# design 1

==> design_1/floorplan.png <==
Bar = 20 µm. Pins as bars on the die edge.
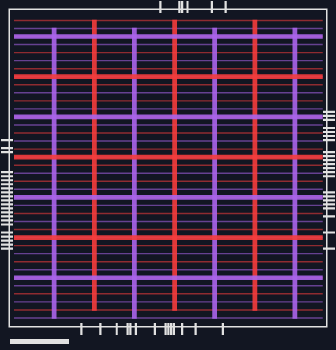

**src/rtl/multicycle_control_pkg.sv**
```systemverilog
// ============================================================================
// Module   : multicycle_control_pkg
// Brief    : State, opcode, ALUOp, source-mux and trap-cause encodings shared
//            by the multi-cycle RV64 subset control path.
// Revision : 1.0 - initial release
// ============================================================================
`default_nettype none

package multicycle_control_pkg;

    typedef enum logic [3:0] {
        S_FETCH  = 4'd0,
        S_DECODE = 4'd1,
        S_MEMADR = 4'd2,
        S_MEMRD  = 4'd3,
        S_MEMWB  = 4'd4,
        S_MEMWR  = 4'd5,
        S_EXEC_R = 4'd6,
        S_EXEC_I = 4'd7,
        S_ALUWB  = 4'd8,
        S_BRANCH = 4'd9,
        S_TRAP   = 4'd10
    } state_t;

    localparam logic [6:0] OP_LOAD   = 7'b0000011;
    localparam logic [6:0] OP_STORE  = 7'b0100011;
    localparam logic [6:0] OP_RTYPE  = 7'b0110011;
    localparam logic [6:0] OP_IMM    = 7'b0010011;
    localparam logic [6:0] OP_BRANCH = 7'b1100011;

    // Must match the ALU-control decoder's interpretation of ALUOp.
    localparam logic [1:0] ALUOP_ADD   = 2'b00;
    localparam logic [1:0] ALUOP_SUB   = 2'b01;
    localparam logic [1:0] ALUOP_FUNCT = 2'b10;

    localparam logic [1:0] SRCA_PC    = 2'b00;
    localparam logic [1:0] SRCA_RS1   = 2'b01;
    localparam logic [1:0] SRCA_OLDPC = 2'b10;

    localparam logic [1:0] SRCB_RS2  = 2'b00;
    localparam logic [1:0] SRCB_FOUR = 2'b01;
    localparam logic [1:0] SRCB_IMM  = 2'b10;

    localparam logic [1:0] TRAP_NONE    = 2'b00;
    localparam logic [1:0] TRAP_ILLEGAL = 2'b01;
    localparam logic [1:0] TRAP_BUS     = 2'b10;

    function automatic logic is_mem_state(input state_t s);
        return (s == S_FETCH) || (s == S_MEMRD) || (s == S_MEMWR);
    endfunction

endpackage

`default_nettype wire

```
**src/rtl/multicycle_control_if.sv**
```systemverilog
// ============================================================================
// Module   : multicycle_control_if
// Brief    : Unified-memory request/ready handshake between control and memory.
// Revision : 1.0 - initial release
// ============================================================================
`default_nettype none

interface multicycle_control_if;
    logic mem_req;
    logic mem_we;
    logic i_or_d;
    logic mem_ready;

    modport master (output mem_req, output mem_we, output i_or_d, input mem_ready);
    modport slave  (input mem_req, input mem_we, input i_or_d, output mem_ready);
endinterface

`default_nettype wire

```
**src/rtl/multicycle_control_wait.sv**
```systemverilog
// ============================================================================
// Module   : mem_wait_timer
// Brief    : Counts stalled memory cycles; flags when the timeout is reached.
// Revision : 1.0 - initial release
// ============================================================================
`default_nettype none

module mem_wait_timer #(
    parameter int MEM_TIMEOUT = 15
) (
    input  wire logic clk,
    input  wire logic rst_n,
    input  wire logic clear,
    input  wire logic enable,
    output logic      expired
);
    localparam logic [7:0] C_LIMIT = 8'(MEM_TIMEOUT);

    logic [7:0] r_cnt;

    always_ff @(posedge clk) begin
        if (!rst_n || clear) begin
            r_cnt <= 8'd0;
        end else if (enable && (r_cnt != C_LIMIT)) begin
            r_cnt <= r_cnt + 8'd1;
        end
    end

    assign expired = (r_cnt == C_LIMIT);
endmodule

`default_nettype wire

```
**src/rtl/multicycle_control.sv**
```systemverilog
// ============================================================================
// Module   : multicycle_control
// Brief    : Main sequencer of the multi-cycle RV64 subset core.
// Revision : 1.0 - initial release
// ============================================================================
`default_nettype none

module multicycle_control
    import multicycle_control_pkg::*;
#(
    parameter int MEM_TIMEOUT = 15,
    parameter int CNT_W       = 32
) (
    input  wire logic             clk,
    input  wire logic             rst_n,
    input  wire logic [6:0]       opcode,
    input  wire logic             zero,
    multicycle_control_if.master  mem,
    output logic                  ir_write,
    output logic                  pc_write,
    output logic                  pc_src,
    output logic [1:0]            alu_src_a,
    output logic [1:0]            alu_src_b,
    output logic [1:0]            alu_op,
    output logic                  reg_write,
    output logic                  result_src,
    output logic                  halted,
    output logic [1:0]            trap_cause,
    output logic [CNT_W-1:0]      instret,
    output logic [3:0]            state_dbg
);
    state_t           r_state;
    state_t           w_next;
    logic [1:0]       r_trap_cause;
    logic [CNT_W-1:0] r_instret;
    logic             w_expired;
    logic             w_retire;
    logic             w_mem_req, w_mem_we, w_ir_write, w_pc_write, w_reg_write;

    // Any state change clears the counter, so every memory-state entry starts at zero.
    mem_wait_timer #(.MEM_TIMEOUT(MEM_TIMEOUT)) u_timer (
        .clk     (clk),
        .rst_n   (rst_n),
        .clear   (w_next != r_state),
        .enable  (is_mem_state(r_state) && !mem.mem_ready),
        .expired (w_expired)
    );

    always_comb begin
        w_next   = r_state;
        w_retire = 1'b0;
        case (r_state)
            S_FETCH:  if (mem.mem_ready) w_next = S_DECODE;
                      else if (w_expired) w_next = S_TRAP;
            S_DECODE: begin
                case (opcode)
                    OP_LOAD, OP_STORE: w_next = S_MEMADR;
                    OP_RTYPE:          w_next = S_EXEC_R;
                    OP_IMM:            w_next = S_EXEC_I;
                    OP_BRANCH:         w_next = S_BRANCH;
                    default:           w_next = S_TRAP;
                endcase
            end
            S_MEMADR: w_next = (opcode == OP_LOAD) ? S_MEMRD : S_MEMWR;
            S_MEMRD:  if (mem.mem_ready) w_next = S_MEMWB;
                      else if (w_expired) w_next = S_TRAP;
            S_MEMWB:  begin w_next = S_FETCH; w_retire = 1'b1; end
            S_MEMWR:  if (mem.mem_ready) begin
                          w_next   = S_FETCH;
                          w_retire = 1'b1;
                      end else if (w_expired) begin
                          w_next = S_TRAP;
                      end
            S_EXEC_R: w_next = S_ALUWB;
            S_EXEC_I: w_next = S_ALUWB;
            S_ALUWB:  begin w_next = S_FETCH; w_retire = 1'b1; end
            S_BRANCH: begin w_next = S_FETCH; w_retire = 1'b1; end
            S_TRAP:   w_next = S_TRAP;
            default:  w_next = S_FETCH;
        endcase
    end

    always_ff @(posedge clk) begin
        if (!rst_n) begin
            r_state      <= S_FETCH;
            r_instret    <= '0;
            r_trap_cause <= TRAP_NONE;
        end else begin
            r_state <= w_next;
            if (w_retire) r_instret <= r_instret + CNT_W'(1);
            if ((w_next == S_TRAP) && (r_state != S_TRAP))
                r_trap_cause <= (r_state == S_DECODE) ? TRAP_ILLEGAL : TRAP_BUS;
        end
    end

    always_comb begin
        w_mem_req   = 1'b0;
        w_mem_we    = 1'b0;
        mem.i_or_d  = 1'b0;
        w_ir_write  = 1'b0;
        w_pc_write  = 1'b0;
        pc_src      = 1'b0;
        alu_src_a   = SRCA_PC;
        alu_src_b   = SRCB_RS2;
        alu_op      = ALUOP_ADD;
        w_reg_write = 1'b0;
        result_src  = 1'b0;
        case (r_state)
            S_FETCH: begin
                w_mem_req  = 1'b1;
                alu_src_b  = SRCB_FOUR;
                w_ir_write = mem.mem_ready;
                w_pc_write = mem.mem_ready;
            end
            S_DECODE: begin
                alu_src_a = SRCA_OLDPC;
                alu_src_b = SRCB_IMM;
            end
            S_MEMADR, S_EXEC_I: begin
                alu_src_a = SRCA_RS1;
                alu_src_b = SRCB_IMM;
            end
            S_MEMRD: begin
                w_mem_req  = 1'b1;
                mem.i_or_d = 1'b1;
            end
            S_MEMWB: begin
                w_reg_write = 1'b1;
                result_src  = 1'b1;
            end
            S_MEMWR: begin
                w_mem_req  = 1'b1;
                w_mem_we   = 1'b1;
                mem.i_or_d = 1'b1;
            end
            S_EXEC_R: begin
                alu_src_a = SRCA_RS1;
                alu_op    = ALUOP_FUNCT;
            end
            S_ALUWB: w_reg_write = 1'b1;
            S_BRANCH: begin
                alu_src_a  = SRCA_RS1;
                alu_op     = ALUOP_SUB;
                pc_src     = 1'b1;
                w_pc_write = zero;
            end
            default: ;
        endcase
    end

    // Strobes are gated by reset so an in-flight store cannot complete during reset.
    assign mem.mem_req = w_mem_req   && rst_n;
    assign mem.mem_we  = w_mem_we    && rst_n;
    assign ir_write    = w_ir_write  && rst_n;
    assign pc_write    = w_pc_write  && rst_n;
    assign reg_write   = w_reg_write && rst_n;

    assign halted     = (r_state == S_TRAP);
    assign trap_cause = r_trap_cause;
    assign instret    = r_instret;
    assign state_dbg  = r_state;
endmodule

`default_nettype wire
```
**src/flat_wrapper.sv**
```systemverilog
// flat-port wrapper written by rule: the top's interface ports become plain ports
module multicycle_control_flat import multicycle_control_pkg::*;
#(
    parameter int MEM_TIMEOUT = 15,
    parameter int CNT_W       = 32
)
  (clk, rst_n, opcode, zero, ir_write, pc_write, pc_src, alu_src_a, alu_src_b, alu_op, reg_write, result_src, halted, trap_cause, instret, state_dbg, mem_mem_req, mem_mem_we, mem_i_or_d, mem_mem_ready);
  multicycle_control_if mem_i ();
  input  wire logic clk;
  input  wire logic rst_n;
  input  wire logic [6:0] opcode;
  input  wire logic zero;
  output logic ir_write;
  output logic pc_write;
  output logic pc_src;
  output logic [1:0] alu_src_a;
  output logic [1:0] alu_src_b;
  output logic [1:0] alu_op;
  output logic reg_write;
  output logic result_src;
  output logic halted;
  output logic [1:0] trap_cause;
  output logic [CNT_W-1:0] instret;
  output logic [3:0] state_dbg;
  output wire logic [$bits(mem_i.mem_req)-1:0] mem_mem_req;
  output wire logic [$bits(mem_i.mem_we)-1:0] mem_mem_we;
  output wire logic [$bits(mem_i.i_or_d)-1:0] mem_i_or_d;
  input wire logic [$bits(mem_i.mem_ready)-1:0] mem_mem_ready;
  assign mem_mem_req = mem_i.mem_req;
  assign mem_mem_we = mem_i.mem_we;
  assign mem_i_or_d = mem_i.i_or_d;
  assign mem_i.mem_ready = mem_mem_ready;
  multicycle_control #(.MEM_TIMEOUT(MEM_TIMEOUT), .CNT_W(CNT_W)) u_core (.clk(clk), .rst_n(rst_n), .opcode(opcode), .zero(zero), .mem(mem_i), .ir_write(ir_write), .pc_write(pc_write), .pc_src(pc_src), .alu_src_a(alu_src_a), .alu_src_b(alu_src_b), .alu_op(alu_op), .reg_write(reg_write), .result_src(result_src), .halted(halted), .trap_cause(trap_cause), .instret(instret), .state_dbg(state_dbg));
endmodule
```
**config.mk**
```make
export PLATFORM = sky130hd
export DESIGN_NAME = multicycle_control_flat
export DESIGN_NICKNAME = d
export VERILOG_FILES = /design/src/rtl/multicycle_control_pkg.sv /design/src/rtl/multicycle_control_if.sv /design/src/rtl/multicycle_control_wait.sv /design/src/rtl/multicycle_control.sv /design/src/flat_wrapper.sv
export SDC_FILE = /design/constraint.sdc
export NUM_CORES = 1
export LEC_CHECK = 0
export CAP_MARGIN = 10
export CORE_UTILIZATION = 25
export CTS_BUF_LIST = sky130_fd_sc_hd__clkbuf_4
export DETAILED_ROUTE_END_ITERATION = 10
export HOLD_SLACK_MARGIN = 0.06
export SETUP_SLACK_MARGIN = 0.3
export SYNTH_ARGS = -nofsm -noshare
export SYNTH_HDL_FRONTEND = slang
export SYNTH_HIERARCHICAL = 1
export SYNTH_SLANG_ARGS = --single-unit
```
**constraint.sdc**
```tcl
create_clock -name clk -period 2.55 [get_ports clk]
set_input_delay 0.255 -clock clk [delete_from_list [all_inputs] [get_ports clk]]
set_output_delay 0.255 -clock clk [all_outputs]
set_load 0.1 [all_outputs]
```
# design 2

[src/rtl/uart_tx_scheduler_pkg.sv]
// Shared UART transmit types, framing constants, config clamp limits and latch-time helpers.
// Pure definitions: no latency or backpressure of its own.
package UartGlobalPkg;

    typedef enum logic [2:0] {
        RESET,
        IDLE,
        STARTBIT,
        DATABITTRANSFER,
        PARITYBIT,
        STOPBIT
    } UartTransmitterStateEnum;

    localparam int   DATA_WIDTH     = 8;
    localparam logic START_BIT      = 1'b0;
    localparam logic STOP_BIT       = 1'b1;
    localparam int   MIN_DATA_BITS  = 5;
    localparam int   MAX_DATA_BITS  = 8;
    localparam int   MIN_BIT_CYCLES = 2;

    // Returns (data bits - 1) so it fits the 3-bit data-bit index.
    function automatic logic [2:0] clampDataBitsM1(input logic [3:0] n);
        if (n < 4'(MIN_DATA_BITS)) begin
            return 3'(MIN_DATA_BITS - 1);
        end else if (n > 4'(MAX_DATA_BITS)) begin
            return 3'(MAX_DATA_BITS - 1);
        end else begin
            return 3'(n - 4'd1);
        end
    endfunction

    function automatic logic [15:0] clampBitCycles(input logic [15:0] c);
        return (c < 16'(MIN_BIT_CYCLES)) ? 16'(MIN_BIT_CYCLES) : c;
    endfunction

    function automatic logic maskedParity(input logic [MAX_DATA_BITS-1:0] d,
                                          input logic [2:0] last_idx);
        logic p;
        p = 1'b0;
        for (int i = 0; i < MAX_DATA_BITS; i++) begin
            if (i <= int'(last_idx)) begin
                p = p ^ d[i];
            end
        end
        return p;
    endfunction

endpackage

[src/rtl/uart_tx_scheduler_rr_arbiter.sv]
// Round-robin winner select (combinational) with a registered pointer that moves past each winner.
// Winner valid in the same cycle as req; pointer advances only when advance_i accepts a winner.
module uart_rr_arbiter #(
    parameter int NUM_REQ = 2,
    parameter int IDX_W   = $clog2(NUM_REQ)
) (
    input  logic               clk_i,
    input  logic               rst_ni,
    input  logic [NUM_REQ-1:0] req_i,
    input  logic               advance_i,
    output logic [IDX_W-1:0]   winner_o,
    output logic               any_req_o
);

    logic [IDX_W-1:0] rr_ptr_q;
    logic [IDX_W-1:0] rr_ptr_d;

    // Scan from the farthest offset back to the pointer so the nearest requester is written last.
    always_comb begin
        int idx;
        idx       = 0;
        winner_o  = '0;
        any_req_o = 1'b0;
        for (int off = NUM_REQ - 1; off >= 0; off--) begin
            idx = int'(rr_ptr_q) + off;
            if (idx >= NUM_REQ) begin
                idx = idx - NUM_REQ;
            end
            if (req_i[idx]) begin
                winner_o  = IDX_W'(idx);
                any_req_o = 1'b1;
            end
        end
    end

    always_comb begin
        rr_ptr_d = (int'(winner_o) == NUM_REQ - 1) ? '0 : winner_o + IDX_W'(1);
    end

    always_ff @(posedge clk_i or negedge rst_ni) begin
        if (!rst_ni) begin
            rr_ptr_q <= '0;
        end else if (advance_i && any_req_o) begin
            rr_ptr_q <= rr_ptr_d;
        end
    end

endmodule

[src/rtl/uart_tx_scheduler.sv]
// Round-robin shared UART Tx: grant at T, start bit at T+1; requesters hold req until grant (no queueing).
// Optional UART_TX_ERR_INJECTION_EN adds parity-flip and first-stop-bit-low injection inputs.
module uart_tx_scheduler #(
    parameter int NUM_REQ    = 2,
    parameter int DATA_WIDTH = UartGlobalPkg::DATA_WIDTH
) (
    input  logic                          clk,
    input  logic                          reset,
    input  logic [NUM_REQ-1:0]            req,
    input  logic [NUM_REQ*DATA_WIDTH-1:0] reqData,
    output logic [NUM_REQ-1:0]            grant,
    input  logic [15:0]                   cfgBitCycles,
    input  logic [3:0]                    cfgDataBits,
    input  logic                          cfgParityEnable,
    input  logic                          cfgParityType,
    input  logic [1:0]                    cfgStopBits,
`ifdef UART_TX_ERR_INJECTION_EN
    input  logic                          cfgParityErrorInjection,
    input  logic                          cfgFramingErrorInjection,
`endif
    output logic                          txLine,
    output logic                          busy,
    output logic                          frameDone,
    output logic [$clog2(NUM_REQ)-1:0]    owner
);

    import UartGlobalPkg::*;

    localparam int IDX_W = $clog2(NUM_REQ);

    UartTransmitterStateEnum state_q;

    logic [IDX_W-1:0]      winner;
    logic                  any_req;
    logic                  advance;
    logic [DATA_WIDTH-1:0] data_sel;
    logic [NUM_REQ-1:0]    grant_d;
    logic [2:0]            data_bits_m1_d;
    logic                  par_bit_d;
    logic                  par_inj_d;
    logic                  fram_inj_d;
    logic                  bit_end;

    logic [NUM_REQ-1:0]    grant_q;
    logic [IDX_W-1:0]      owner_q;
    logic                  tx_line_q;
    logic                  busy_q;
    logic                  frame_done_q;
    logic [15:0]           bit_cnt_q;
    logic [2:0]            bit_idx_q;
    logic                  stop_idx_q;
    logic [DATA_WIDTH-1:0] shift_q;
    logic [2:0]            data_bits_m1_q;
    logic [15:0]           bit_cycles_q;
    logic                  par_en_q;
    logic                  par_bit_q;
    logic                  two_stop_q;
    logic                  fram_err_q;

`ifdef UART_TX_ERR_INJECTION_EN
    assign par_inj_d  = cfgParityErrorInjection;
    assign fram_inj_d = cfgFramingErrorInjection;
`else
    assign par_inj_d  = 1'b0;
    assign fram_inj_d = 1'b0;
`endif

    assign advance = (state_q == IDLE);

    uart_rr_arbiter #(
        .NUM_REQ (NUM_REQ),
        .IDX_W   (IDX_W)
    ) u_arb (
        .clk_i     (clk),
        .rst_ni    (reset),
        .req_i     (req),
        .advance_i (advance),
        .winner_o  (winner),
        .any_req_o (any_req)
    );

    assign data_sel       = reqData[int'(winner)*DATA_WIDTH +: DATA_WIDTH];
    assign grant_d        = {{(NUM_REQ-1){1'b0}}, 1'b1} << winner;
    assign data_bits_m1_d = clampDataBitsM1(cfgDataBits);
    // Final on-wire parity value is resolved at grant so the PARITYBIT state just replays it.
    assign par_bit_d      = maskedParity(data_sel[MAX_DATA_BITS-1:0], data_bits_m1_d)
                            ^ cfgParityType ^ par_inj_d;
    assign bit_end        = (bit_cnt_q == bit_cycles_q - 16'd1);

    always_ff @(posedge clk or negedge reset) begin
        if (!reset) begin
            state_q        <= RESET;
            grant_q        <= '0;
            owner_q        <= '0;
            tx_line_q      <= STOP_BIT;
            busy_q         <= 1'b0;
            frame_done_q   <= 1'b0;
            bit_cnt_q      <= '0;
            bit_idx_q      <= '0;
            stop_idx_q     <= 1'b0;
            shift_q        <= '0;
            data_bits_m1_q <= '0;
            bit_cycles_q   <= 16'(MIN_BIT_CYCLES);
            par_en_q       <= 1'b0;
            par_bit_q      <= 1'b0;
            two_stop_q     <= 1'b0;
            fram_err_q     <= 1'b0;
        end else begin
            grant_q      <= '0;
            frame_done_q <= 1'b0;
            case (state_q)
                RESET: begin
                    state_q <= IDLE;
                end
                IDLE: begin
                    tx_line_q <= STOP_BIT;
                    busy_q    <= 1'b0;
                    bit_cnt_q <= '0;
                    if (any_req) begin
                        grant_q        <= grant_d;
                        owner_q        <= winner;
                        shift_q        <= data_sel;
                        data_bits_m1_q <= data_bits_m1_d;
                        bit_cycles_q   <= clampBitCycles(cfgBitCycles);
                        par_en_q       <= cfgParityEnable;
                        par_bit_q      <= par_bit_d;
                        two_stop_q     <= (cfgStopBits >= 2'd2);
                        fram_err_q     <= fram_inj_d;
                        state_q        <= STARTBIT;
                    end
                end
                STARTBIT: begin
                    tx_line_q <= START_BIT;
                    busy_q    <= 1'b1;
                    if (bit_end) begin
                        bit_cnt_q <= '0;
                        bit_idx_q <= '0;
                        state_q   <= DATABITTRANSFER;
                    end else begin
                        bit_cnt_q <= bit_cnt_q + 16'd1;
                    end
                end
                DATABITTRANSFER: begin
                    tx_line_q <= shift_q[0];
                    busy_q    <= 1'b1;
                    if (bit_end) begin
                        bit_cnt_q <= '0;
                        shift_q   <= shift_q >> 1;
                        if (bit_idx_q == data_bits_m1_q) begin
                            bit_idx_q  <= '0;
                            stop_idx_q <= 1'b0;
                            state_q    <= par_en_q ? PARITYBIT : STOPBIT;
                        end else begin
                            bit_idx_q <= bit_idx_q + 3'd1;
                        end
                    end else begin
                        bit_cnt_q <= bit_cnt_q + 16'd1;
                    end
                end
                PARITYBIT: begin
                    tx_line_q <= par_bit_q;
                    busy_q    <= 1'b1;
                    if (bit_end) begin
                        bit_cnt_q  <= '0;
                        stop_idx_q <= 1'b0;
                        state_q    <= STOPBIT;
                    end else begin
                        bit_cnt_q <= bit_cnt_q + 16'd1;
                    end
                end
                STOPBIT: begin
                    tx_line_q <= (fram_err_q && !stop_idx_q) ? START_BIT : STOP_BIT;
                    busy_q    <= 1'b1;
                    if (bit_end) begin
                        bit_cnt_q <= '0;
                        if (stop_idx_q == two_stop_q) begin
                            busy_q       <= 1'b0;
                            frame_done_q <= 1'b1;
                            state_q      <= IDLE;
                        end else begin
                            stop_idx_q <= 1'b1;
                        end
                    end else begin
                        bit_cnt_q <= bit_cnt_q + 16'd1;
                    end
                end
                default: begin
                    state_q <= IDLE;
                end
            endcase
        end
    end

    assign grant     = grant_q;
    assign owner     = owner_q;
    assign txLine    = tx_line_q;
    assign busy      = busy_q;
    assign frameDone = frame_done_q;

endmodule

[config.mk]
export PLATFORM = sky130hd
export DESIGN_NAME = uart_tx_scheduler
export DESIGN_NICKNAME = d
export VERILOG_FILES = /design/src/rtl/uart_tx_scheduler_pkg.sv /design/src/rtl/uart_tx_scheduler_rr_arbiter.sv /design/src/rtl/uart_tx_scheduler.sv
export SDC_FILE = /design/constraint.sdc
export NUM_CORES = 1
export LEC_CHECK = 0
export CAP_MARGIN = 20
export CORE_MARGIN = 2
export CORE_UTILIZATION = 50
export DETAILED_ROUTE_END_ITERATION = 10
export GPL_TIMING_DRIVEN = 0
export PLACE_DENSITY = 0.73
export SETUP_SLACK_MARGIN = 0.4
export SLEW_MARGIN = 25
export SYNTH_ARGS = -nofsm -noshare
export SYNTH_HDL_FRONTEND = slang
export SYNTH_HIERARCHICAL = 1
export SYNTH_SLANG_ARGS = --single-unit
[constraint.sdc]
create_clock -name clk -period 4.5 [get_ports clk]
set_input_delay 0.45 -clock clk [delete_from_list [all_inputs] [get_ports clk]]
set_output_delay 0.45 -clock clk [all_outputs]
set_load 0.05 [all_outputs]
# design 3

--- src/rtl/ex_mem_reg.sv ---
// EX/MEM pipeline register: holds during memory stalls, defers flushes seen while stalled, freezes after a halt.
// Optional stall-cycle counter enabled by defining EX_MEM_PERF_CNT_EN.
module ex_mem_reg (
    input  logic        clk,
    input  logic        rst,
    input  logic [15:0] alu_out_in,
    input  logic [15:0] RegData2_in,
    input  logic        MemOp_in,
    input  logic        MemWrite_in,
    input  logic        RegWrite_in,
    input  logic        MemToReg_in,
    input  logic        Halt_in,
    input  logic [3:0]  DstReg_in,
    input  logic        valid_in,
    input  logic        stall,
    input  logic        flush,
    output logic [15:0] alu_out,
    output logic [15:0] RegData2,
    output logic        MemOp,
    output logic        MemWrite,
    output logic        RegWrite,
    output logic        MemToReg,
    output logic        Halt,
    output logic [3:0]  DstReg,
    output logic        valid,
    output logic        fwd_en,
    output logic        halted
`ifdef EX_MEM_PERF_CNT_EN
    ,
    output logic [15:0] stall_cycles
`endif
);

    typedef enum logic [1:0] {RUN, HOLD, HOLD_FL, HALTED} state_t;

    typedef struct packed {
        logic        valid;
        logic [15:0] alu_out;
        logic [15:0] reg_data2;
        logic        mem_op;
        logic        mem_write;
        logic        reg_write;
        logic        mem_to_reg;
        logic        halt;
        logic [3:0]  dst_reg;
    } slot_t;

    state_t state_q, state_d;
    slot_t  slot_q, slot_d;
    logic   halted_q, halted_d;
    logic   capture_en;
    logic   kill;

    // State register
    always_ff @(posedge clk or negedge rst) begin
        if (!rst) begin
            state_q <= RUN;
        end else begin
            state_q <= state_d;
        end
    end

    // Next-state logic
    always_comb begin
        state_d = state_q;
        if (state_q == HALTED) begin
            state_d = HALTED;
        end else if (stall) begin
            state_d = (flush || state_q == HOLD_FL) ? HOLD_FL : HOLD;
        end else if (flush || state_q == HOLD_FL) begin
            state_d = RUN;
        end else if (valid_in && Halt_in) begin
            state_d = HALTED;
        end else begin
            state_d = RUN;
        end
    end

    // Capture control: a pending or current flush, or an empty EX slot, loads a bubble
    always_comb begin
        capture_en = (state_q != HALTED) && !stall;
        kill       = flush || (state_q == HOLD_FL) || !valid_in;
        slot_d     = '0;
        if (!kill) begin
            slot_d.valid      = 1'b1;
            slot_d.alu_out    = alu_out_in;
            slot_d.reg_data2  = RegData2_in;
            slot_d.mem_op     = MemOp_in;
            slot_d.mem_write  = MemWrite_in;
            slot_d.reg_write  = RegWrite_in;
            slot_d.mem_to_reg = MemToReg_in;
            slot_d.halt       = Halt_in;
            slot_d.dst_reg    = DstReg_in;
        end
        halted_d = halted_q || (capture_en && !kill && Halt_in);
    end

    always_ff @(posedge clk or negedge rst) begin
        if (!rst) begin
            slot_q   <= '0;
            halted_q <= 1'b0;
        end else if (capture_en) begin
            slot_q   <= slot_d;
            halted_q <= halted_d;
        end
    end

`ifdef EX_MEM_PERF_CNT_EN
    logic [15:0] stall_cycles_q;

    always_ff @(posedge clk or negedge rst) begin
        if (!rst) begin
            stall_cycles_q <= 16'h0000;
        end else if (stall && slot_q.valid && stall_cycles_q != 16'hFFFF) begin
            stall_cycles_q <= stall_cycles_q + 16'h0001;
        end
    end

    assign stall_cycles = stall_cycles_q;
`endif

    assign valid    = slot_q.valid;
    assign alu_out  = slot_q.alu_out;
    assign RegData2 = slot_q.reg_data2;
    assign MemOp    = slot_q.mem_op;
    assign MemWrite = slot_q.mem_write;
    assign RegWrite = slot_q.reg_write;
    assign MemToReg = slot_q.mem_to_reg;
    assign Halt     = slot_q.halt;
    assign DstReg   = slot_q.dst_reg;
    assign halted   = halted_q;
    assign fwd_en   = slot_q.valid && slot_q.reg_write && (slot_q.dst_reg != 4'd0);

endmodule

--- config.mk ---
export PLATFORM = sky130hd
export DESIGN_NAME = ex_mem_reg
export DESIGN_NICKNAME = d
export VERILOG_FILES = /design/src/rtl/ex_mem_reg.sv
export SDC_FILE = /design/constraint.sdc
export NUM_CORES = 1
export LEC_CHECK = 0
export CAP_MARGIN = 30
export CORE_AREA = 2 2 63 79
export DETAILED_ROUTE_END_ITERATION = 12
export DIE_AREA = 0 0 65 81
export MAX_ROUTING_LAYER = met4
export PLACE_DENSITY_LB_ADDON = 0.05
export SETUP_SLACK_MARGIN = 0.5
export SYNTH_ARGS = -nofsm -noshare
export SYNTH_HDL_FRONTEND = slang
export SYNTH_SLANG_ARGS = --single-unit
--- constraint.sdc ---
create_clock -name clk -period 1.8 [get_ports clk]
set_clock_uncertainty 0.1 [all_clocks]
set_input_delay 0.45 -clock clk [delete_from_list [all_inputs] [get_ports clk]]
set_output_delay 0.45 -clock clk [all_outputs]
set_load 0.1 [all_outputs]
# design 4

## src/rtl/bitwise16_seq_unit.sv

```systemverilog
// Sequential multi-op bitwise unit: applies one of eight bitwise ops to two WIDTH-bit
// operands, LANE bits per clock, behind valid/ready handshakes on both sides.
module bitwise16_seq_unit #(
   parameter int WIDTH = 16,
   parameter int LANE  = 4
) (
   input  logic             clk,
   input  logic             rst_n,
   input  logic             in_valid,
   output logic             in_ready,
   input  logic [2:0]       op,
   input  logic [WIDTH-1:0] a,
   input  logic [WIDTH-1:0] b,
   output logic             out_valid,
   input  logic             out_ready,
   output logic [WIDTH-1:0] out,
   output logic             busy
);

   localparam int BEATS = WIDTH / LANE;
   localparam int CNT_W = $clog2(BEATS) + 1;
   localparam logic [CNT_W-1:0] LAST = CNT_W'(BEATS - 1);

   generate
      if ((WIDTH % LANE) != 0) begin : g_lane_check
         $error("bitwise16_seq_unit: LANE must divide WIDTH");
      end
   endgenerate

   typedef enum logic [1:0] {IDLE, RUN, DONE} state_t;

   state_t           state;
   state_t           state_nxt;
   logic [CNT_W-1:0] cnt;
   logic [WIDTH-1:0] a_q;
   logic [WIDTH-1:0] b_q;
   logic [2:0]       op_q;
   logic [WIDTH-1:0] out_q;
   logic [LANE-1:0]  lane_a;
   logic [LANE-1:0]  lane_b;
   logic [LANE-1:0]  lane_res;
   logic             accept;
   logic             last_beat;
   int               lane_base;

   function automatic logic [LANE-1:0] lane_op(input logic [2:0]      sel,
                                               input logic [LANE-1:0] x,
                                               input logic [LANE-1:0] y);
      logic [LANE-1:0] r;
      case (sel)
         3'b000:  r = x & y;
         3'b001:  r = x | y;
         3'b010:  r = x ^ y;
         3'b011:  r = ~(x & y);
         3'b100:  r = ~(x | y);
         3'b101:  r = ~(x ^ y);
         3'b110:  r = ~x;
         default: r = x & ~y;
      endcase
      return r;
   endfunction

   assign accept    = in_valid && (state == IDLE);
   assign last_beat = (cnt == LAST);
   assign lane_base = int'(cnt) * LANE;
   assign lane_a    = a_q[lane_base +: LANE];
   assign lane_b    = b_q[lane_base +: LANE];
   assign lane_res  = lane_op(op_q, lane_a, lane_b);
   assign out       = out_q;

   always_comb begin
      state_nxt = state;
      in_ready  = 1'b0;
      out_valid = 1'b0;
      busy      = 1'b0;
      case (state)
         IDLE: begin
            in_ready = 1'b1;
            if (in_valid) state_nxt = RUN;
         end
         RUN: begin
            busy = 1'b1;
            if (last_beat) state_nxt = DONE;
         end
         DONE: begin
            busy      = 1'b1;
            out_valid = 1'b1;
            if (out_ready) state_nxt = IDLE;
         end
         default: state_nxt = IDLE;
      endcase
   end

   always_ff @(posedge clk or negedge rst_n) begin
      if (!rst_n) begin
         state <= IDLE;
         cnt   <= '0;
         out_q <= '0;
      end else begin
         state <= state_nxt;
         case (state)
            IDLE: begin
               if (accept) begin
                  cnt   <= '0;
                  out_q <= '0;
               end
            end
            RUN: begin
               out_q[lane_base +: LANE] <= lane_res;
               // counter parks on the last beat so it never leaves 0..BEATS-1
               if (!last_beat) cnt <= cnt + CNT_W'(1);
            end
            default: ;
         endcase
      end
   end

   // operand capture is data only: gated by accept, no reset needed
   always_ff @(posedge clk) begin
      if (accept) begin
         a_q  <= a;
         b_q  <= b;
         op_q <= op;
      end
   end

endmodule
```

## config.mk

```make
export PLATFORM = sky130hd
export DESIGN_NAME = bitwise16_seq_unit
export DESIGN_NICKNAME = d
export VERILOG_FILES = /design/src/rtl/bitwise16_seq_unit.sv
export SDC_FILE = /design/constraint.sdc
export NUM_CORES = 1
export LEC_CHECK = 0
export CORE_AREA = 5 5 92 69
export DETAILED_ROUTE_END_ITERATION = 6
export DIE_AREA = 0 0 97 74
export HOLD_SLACK_MARGIN = 0.03
export PLACE_DENSITY = 0.91
export SLEW_MARGIN = 15
export SYNTH_ARGS = -nofsm -noshare
export SYNTH_HDL_FRONTEND = slang
export SYNTH_SLANG_ARGS = --single-unit
```

## constraint.sdc

```tcl
create_clock -name clk -period 4.8 [get_ports clk]
set_input_delay 0.72 -clock clk [delete_from_list [all_inputs] [get_ports clk]]
set_output_delay 0.72 -clock clk [all_outputs]
set_load 0.01 [all_outputs]
```

==> design_3/layers.png <==
Bar = 20 µm. Only two layers are drawn.
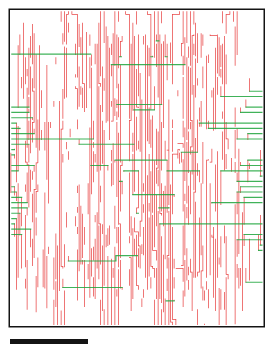
legend:
  red:
    layer: M2
    wire_length: 4110 µm
  green:
    layer: M3
    wire_length: 398 µm

==> out/writeup.txt, design 3 <==
Per the synthesis report, the single largest cell type by area occupies 66.3% of cell area. The run gives 0.50 ns for the stage delay of the slowest cell on the critical path. For reference, the placement row count at floorplan is 28. The count of buffers from port buffering is 89.

The final critical-path setup slack is -0.151 ns. The first-pass GRT wire length is 10400 µm, and the final number of setup-violating endpoints is 1. The detailed placer reported the number of placed instances as 256. Signal nets in the final route climb as high as met4. Number of combinational gates with multiple inputs: 53. In this run, the number of DRC markers left after iteration 0 of detailed routing was 70. The worst setup path is launched from a flop.

The run gives 302 as the number of nets in the layout. For this run, design rule violations remaining after detail routing come to 0. Counting the inverters off the clock network in the layout gives 0.

The routed design shows a via density per instance of 5.16. The run finished, with violations left. The checks that failed: setup timing. The number of enable-type register cells in the synthesized netlist is 0, and the post-synthesis cell count is 107.

The count of unique library cells instantiated by Yosys came out at 16. The library cell with the largest summed area after synthesis was dfrtp_1. The worst path buffer plus inverter count was 1; the fraction of final layout cells sized beyond drive strength 1 was 79.0%. Sequential group power: 0.00121 W. The tightest hold path in the finished design has a slack of 0.0721 ns.

Averaged over all synthesized cells, the footprint is 15.9 µm². The kind of cell with the highest combined delay along the critical path is flip-flops. Among logic cells in the layout, the one with the most instances is buf_12. Note that the worst hold path type here is input pin to async pin.

The run gives 0.00210 W for the internal power consumption. The synthesis-to-layout area growth works out to 146%. Of all the cell area in the finished design, non-clock buffers hold 47.3%.

The tools report the post-synthesis cell count from yosys as 107. The number of nets in the synthesized netlist came out at 153.
[design 3: logic make-up after synthesis]
logic type | share of synthesized area (%)
buffers and inverters | 4.05
DFF | 66.3
and+or+nand+nor | 2.43
AOI/OAI and AO/OA | 27.2
[design 3: repair_timing]
action                     CTS  global route
hold endpoints to repair     7             0
pin swaps                   33             4
setup buffers               38             7
gates cloned                 6             0
resized                     34             5
hold buffers                 2             0
setup endpoints to repair   89           100
[design 3: registers in the layout, summed over array words and instances, names as in the netlist]
signal / count
alu_out: 16
MemToReg: 1
valid: 1
MemOp: 1
RegData2: 16
Halt: 1
MemWrite: 1
state_q: 2
halted: 1
RegWrite: 1
DstReg: 4
[design 3: final timing paths]
path,start,endpoint,slack [ns],cells past startpoint
max,DstReg[2]$_DFFE_PN0P_,fwd_en,-0.15,3
min,rst,RegData2[14]$_DFFE_PN0P_,0.07,2
max reg2reg,state_q[1]$_DFF_PN0_,alu_out[3]$_DFFE_PN0P_,0.34,5
min reg2reg,halted$_DFFE_PN0P_,halted$_DFFE_PN0P_,0.44,1
max in group asynchronous,rst,alu_out[12]$_DFFE_PN0P_,0.68,2
min in group clk,halted$_DFFE_PN0P_,halted$_DFFE_PN0P_,0.44,1
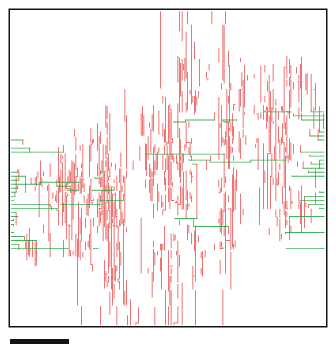
(design_1/layers.png)
Bar = 20 µm. Only two layers are drawn.
legend:
  red:
    layer: M2
    wire_length: 3360 µm
  green:
    layer: M3
    wire_length: 423 µm
routed length per placed instance: 13.2 µm
Detailed Route WL: 7030 µm
global-route usage over all layers: 12.7%
via count: 2590

Notes on design_1/floorplan.png above:
legend:
  red:
    net: VDD
  purple:
    net: VSS
met5 straps: 7
met1 rails: 38
met4 straps: 7
rows: 37
signal pins: 64

==> out/writeup.txt, design 1 <==
The run finished with clean final reports. In this run the top signal layer used is met4. For reference, XOR and XNOR gates occupy 9.55% of the area reported after synthesis. The sort of element at the start of the critical path was a flop.

With the instance area at placement at 3650 µm², the filler cell count in the final layout is 1065. The cell-mix breakdown from Yosys lists the compound-gate area share as 12.5%. According to the timing report, the data required time at the worst endpoint equals 2.85 ns.

Sequential area share after synthesis: 33.5%. The run gives 0.649 ns for the transition time of the tightest slew-check pin. The cell with the largest stage delay on the worst path was dfxtp_2. In this run the cell area of the synthesized design comes to 2750 µm².

The number of clock buffers added by TritonCTS is 5. With the total of flip-flops plus latches after synthesis at 46, the final number of setup-violating endpoints is 0. The group that draws the most power in this run is registers.

With the tally of yosys warning messages at 6, the worst hold slack after final layout is 0.466 ns. Flop count: 46. The DRC violation total left in the routed layout is recorded as 0. The worst path buffer plus inverter count works out to 0. The cell type that accounts for the most area after synthesis is dfxtp_1. For this configuration, the core starts out at a cell density of 26.2%.

Clock network area share: 1.54%. The min-delay analysis places its worst path in the category flop to flop. With the wire length on met3 at 423 µm, the clock buffer count in the final layout is 5. The sequential share of cell area was 25.4%; the top-level port count was 64.
-- design 1: worst paths after layout --
check | slack, ns | start | depth (start not counted) | end
worst max-delay path | 0.23 | u_core/u_timer/r_cnt[0]$_SDFFE_PP0P_ | 11 | u_core/u_timer/r_cnt[1]$_SDFFE_PP0P_
worst min-delay path | 0.47 | u_core/trap_cause[0]$_SDFFE_PN0P_ | 2 | u_core/trap_cause[0]$_SDFFE_PN0P_
worst max register to register | 0.23 | u_core/u_timer/r_cnt[0]$_SDFFE_PP0P_ | 11 | u_core/u_timer/r_cnt[1]$_SDFFE_PP0P_
worst min register to register | 0.47 | u_core/trap_cause[0]$_SDFFE_PN0P_ | 2 | u_core/trap_cause[0]$_SDFFE_PN0P_
-- design 1: through the flow --
step / setup slack [ns] / TNS [ns]
after floorplan: -0.568 / -4.74
after global placement: 0.101 / 0
after detailed placement: 0.0126 / 0
after CTS: 0.236 / 0
after global routing: 0.0328 / 0
final: 0.228 / 0
-- design 1: repair_timing --
action / CTS / global route
buffers inserted: 3 / 7
hold buffers: 0 / 0
pin swaps: 4 / 3
gates resized: 9 / 5
setup endpoints to repair: 8 / 9
==> design_2/clock_nets.png <==
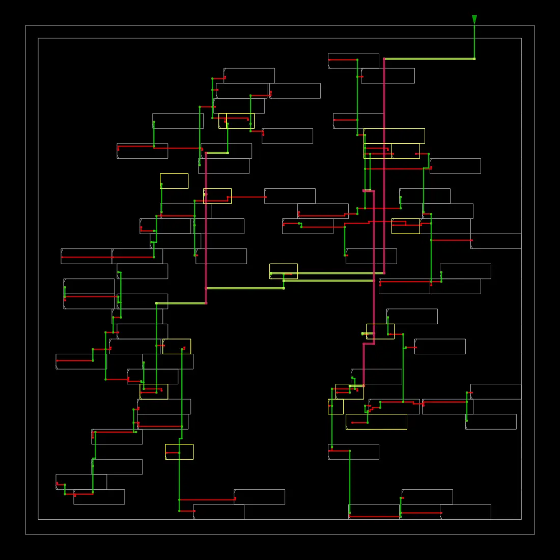
Late-Pin Clk Latency: 0.34 ns
CTS Buf Count: 9
layout clock buffer count: 13
sequential cell count: 60

==> out/writeup.txt, design 2 <==
The number of buffers inserted by post-CTS setup repair is 0. The leading cell type in the layout, fill and taps excluded is nand2_1. Yosys mapped a number of flops with a built-in enable equal to 0. The layout report lists the combined flip-flop and latch area as 1500 µm². The area growth from synthesis to layout is 22.2%.

The logs give 4 for the count of TritonRoute iterations in the first routing pass and 0.00123 W for the internal power consumption. Power spread over the standard cell area amounts to 383 nW/µm². Buffers inserted to repair hold after CTS numbered 0. On the final layout, the worst hold slack is 0.0494 ns.

The cell count of the worst reg-to-reg path is 12. Looking at the global route congestion table, the highest-usage layer is met2. Worst path required time: 4.72 ns.

The clock H-tree reported by CTS has 3 levels. Input and output buffers added on the ports amount to 48. The tools report the detailed route wirelength on metal2 as 4310 µm. The number of global-route vias before repair was 3294. The tools report the remaining routing DRC violations as 0.

Among all cell classes, the greatest summed area belongs to combinational gates. In the final layout, the registers with the most flip-flops are bit_cnt_q: 16 flops, bit_cycles_q: 16 flops, shift_q: 8 flops. The shortest clock period the worst path allows after layout was 3.44 ns; the global-route met1 utilization was 31.4%. Setup repair after global routing left no endpoint under its margin. In the final report, the number of hold violations comes to 0. The run gives 2.06 nW for the leakage power of the design. The startpoint identified for the worst register-to-register timing path is bit_cycles_q[0]$_DFFE_PN0P_. The core region is 7610 µm². The run gives 266 µm as the wire length on met3. During I/O placement, the number of pins put on the boundary was 50. The run finished with clean final reports. The worst setup path is launched from a flop. The setup path with the least slack is of type flop to flop. The fraction of final layout cells sized beyond drive strength 1 was 8.54%.

Critical path capture point: shift_q[6]$_DFFE_PN0P_.
==> design 2: cell families after synthesis <==
| logic type | share of synthesized area [%] |
|---|---|
| AOI/OAI and AO/OA | 14.4 |
| xor gates and xnor gates | 8.13 |
| adders and majority gates | 1.29 |
| buffers and inverters | 4.26 |
| DFF | 38.8 |
| muxes | 5.16 |
| and+or+nand+nor | 27.9 |
==> design 2: cell usage after synthesis (all sizes together) (6+ instances only) <==
cell type	count	area [µm²]
o21ai	18	90.1
nand2	93	349
clkbuf	17	63.8
nor2	34	130
mux2	8	90.1
mux2i	11	110
a211o	6	52.6
xor2	17	149
dfrtp	58	1450
nor4	14	100
a21oi	9	45.0
nand3	14	70.1
inv	12	45.0
buf	8	56.3
xnor2	19	166
nor3	14	75.1
nand4	6	37.5
==> design 2: worst max-delay path: stages (launching register included) <==
cell	delay, ns
dfrtp_1	0.45
inv_1	0.10
ha_1	0.14
clkbuf_1	0.32
or3b_2	0.53
o31a_1	0.29
nor4b_2	0.28
nor3_2	0.10
nand3b_4	0.18
nor2_1	0.25
a21o_1	0.15
buf_2	0.18
mux2_1	0.34
==> design_4/floorplan.png <==
Bar = 20 µm. Pins as bars on the die edge.
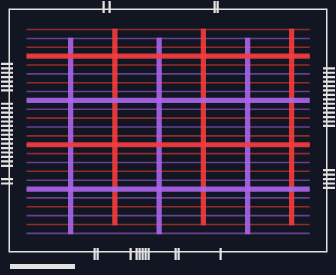
legend:
  purple:
    net: VSS
  red:
    net: VDD
met4 straps: 6
met1 rails: 24
rows: 23
signal pins: 58
met5 straps: 4

==> out/writeup.txt, design 4 <==
The startpoint identified for the worst hold timing path is out[15]$_DFFE_PN0P_. For reference, compound AND-OR and OR-AND cells occupy 15.5% of the area reported after synthesis. Of all cell types, the one taking the most synthesized area is edfxtp_1.

Total design power: 0.00182 W. For this run, global-route usage on met2 was measured as 28.7%. The run gives 2099 as the number of global-route vias before repair. The tools report the final count of hold timing violations as 0.

The run gives 6.47% for the fraction of final layout cells sized beyond drive strength 1. The tree is rooted in a clkbuf_8. The finished layout holds 353 standard cells, fillers aside. Synthesis inferred 56 register bits. The tools report the Yosys chip area as 2830 µm². The synth_stat.txt file lists the number of cells as 219. The leading cell type in the layout, fill and taps excluded was clkdlybuf4s50_1.

TritonCTS built the clock tree. For the number of antenna violations at the first check in global routing, the log shows 0. The flow reports that sequential cells draw 39.2% of the design power. The flow ran to the end, and the final reports show no timing, DRC or antenna violations. The Yosys step of the flow raised 0 warnings. The first global-routing pass estimated 9780 µm of wire. In this run, the clock network consumes 13.5% of the power.

Dividing the detail-routed via count by the number of cells gives 5.60. The setup slack on the worst flop-to-flop path was 1.86 ns. Class of the most critical setup path: flop to flop.

The most common logic cells in the final layout are clkdlybuf4s50_1, edfxtp_1, dfrtp_1. With the average wire per cell in the routed design at 16.3 µm, the max-cap violation count is 0. From synthesis to final layout, the design area changed by 24.9%. The number of warnings the tools reported works out to 35.

At the placement stage, the worst setup path has a slack of 1.90 ns. In the routed design, unresolved DRC markers number 0. The achievable frequency came out at 340 MHz. The mean area per synthesized cell was 12.9 µm². The top flip-flop cell by instance count after synthesis was edfxtp_1.

The tools report the sort of element at the start of the critical path as a flop. With the sequential area share after synthesis at 55.7%, the stage delay of the slowest cell on the critical path is 0.83 ns. Final number of setup-violating endpoints: 0.
[design 4: state kept, by name (all words and copies together), names as in the netlist]
signal	flops
cnt	3
op_q	3
b_q	16
out	16
a_q	16
state	2
[design 4: power by group through the flow]
stage               clock network, W  registers [W]  logic (W)
detailed placement                 0       0.000724   0.000849
CTS                         0.000256       0.000713   0.000856
global placement                   0       0.000716   0.000814
global route                0.000271       0.000723   0.000955
finish                      0.000246       0.000713   0.000858
floorplan                          0       0.000673   0.000662
[design 4: layout make-up]
cell class / instances / area (µm²) / area share (%)
multi-input combinational: 140 / 1140 / 32.3
inverter: 16 / 60.1 / 1.70
clock inverter: 1 / 8.76 / 0.248
tap: 75 / 93.8 / 2.66
timing repair buffer: 58 / 578 / 16.4
clock buffer: 7 / 76.3 / 2.16
sequential: 56 / 1580 / 44.6
[design 4: metal layers]
metal / routed length (µm) / up-vias
met5: 0 / -
met4: 56 / 0
met3: 337 / 8
met2: 2750 / 69
met1: 2620 / 944
li1: - / 955


==> notes/layouts.md <==
Pictures saved along the way, in no particular order.

Placed cells, one colour a class.
Fill, decap, tap and diode cells in grey.
image #1
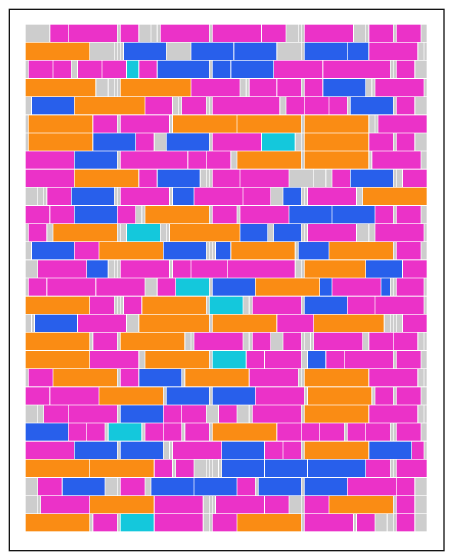
image #2
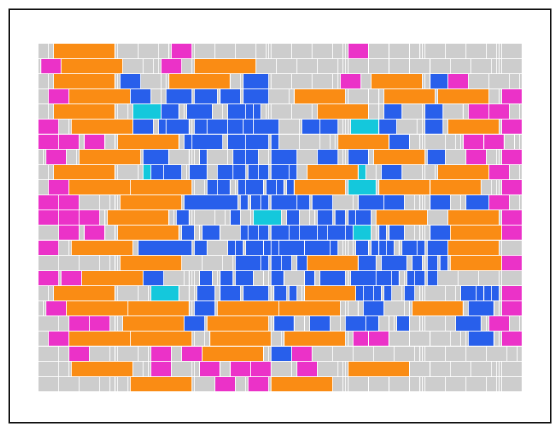
image #3
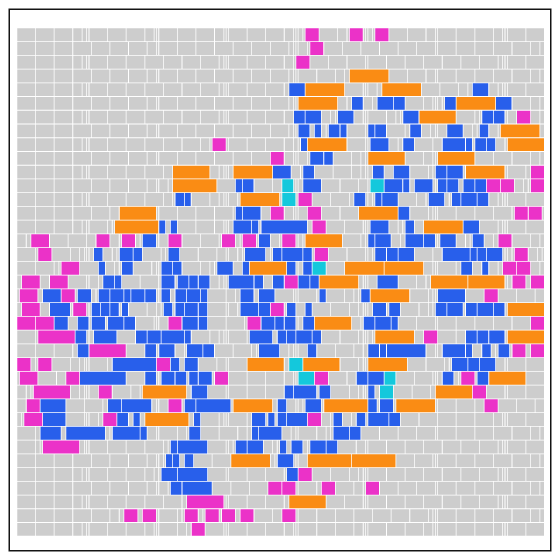
image #4
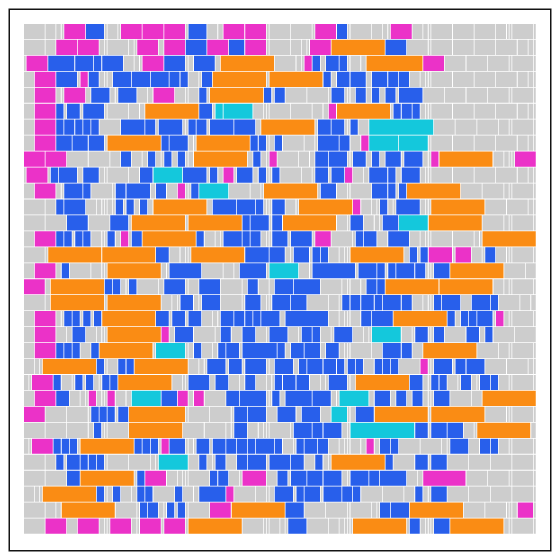
- image #3 = design 1
- image #1 = design 3
- image #2 = design 4
- image #4 = design 2
The one with the most cells is image #4.
The one with the highest utilization is image #1.

Key to image #4:
legend:
  magenta:
    class: remaining buffers and delay cells
    cells: 74
    share_of_their_area: 13%
  cyan:
    class: clock drivers and dummy loads
    cells: 16
    share_of_their_area: 5.1%
  orange:
    class: registers
    cells: 60
    share_of_their_area: 33%
  blue:
    class: remaining logic cells
    cells: 365
    share_of_their_area: 49%


==> screenshots <==
Clock wires, drivers and flops.
Plate I
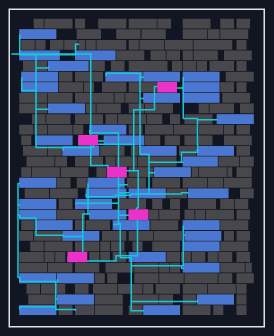
Plate II
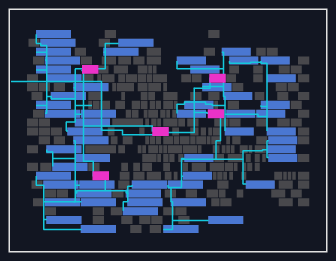
Plate III
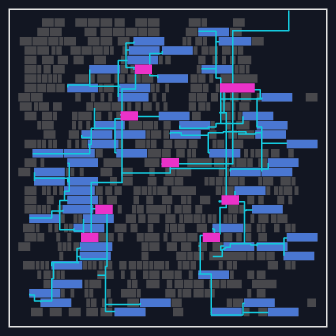
Plate IV
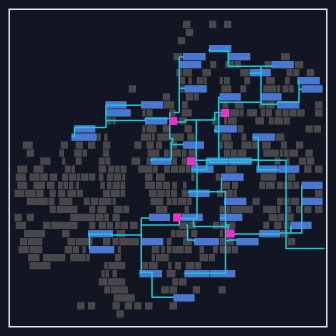
- Plate IV = design 1
- Plate I = design 3
- Plate III = design 2
- Plate II = design 4

Power is estimated from default activity; no workload was simulated.
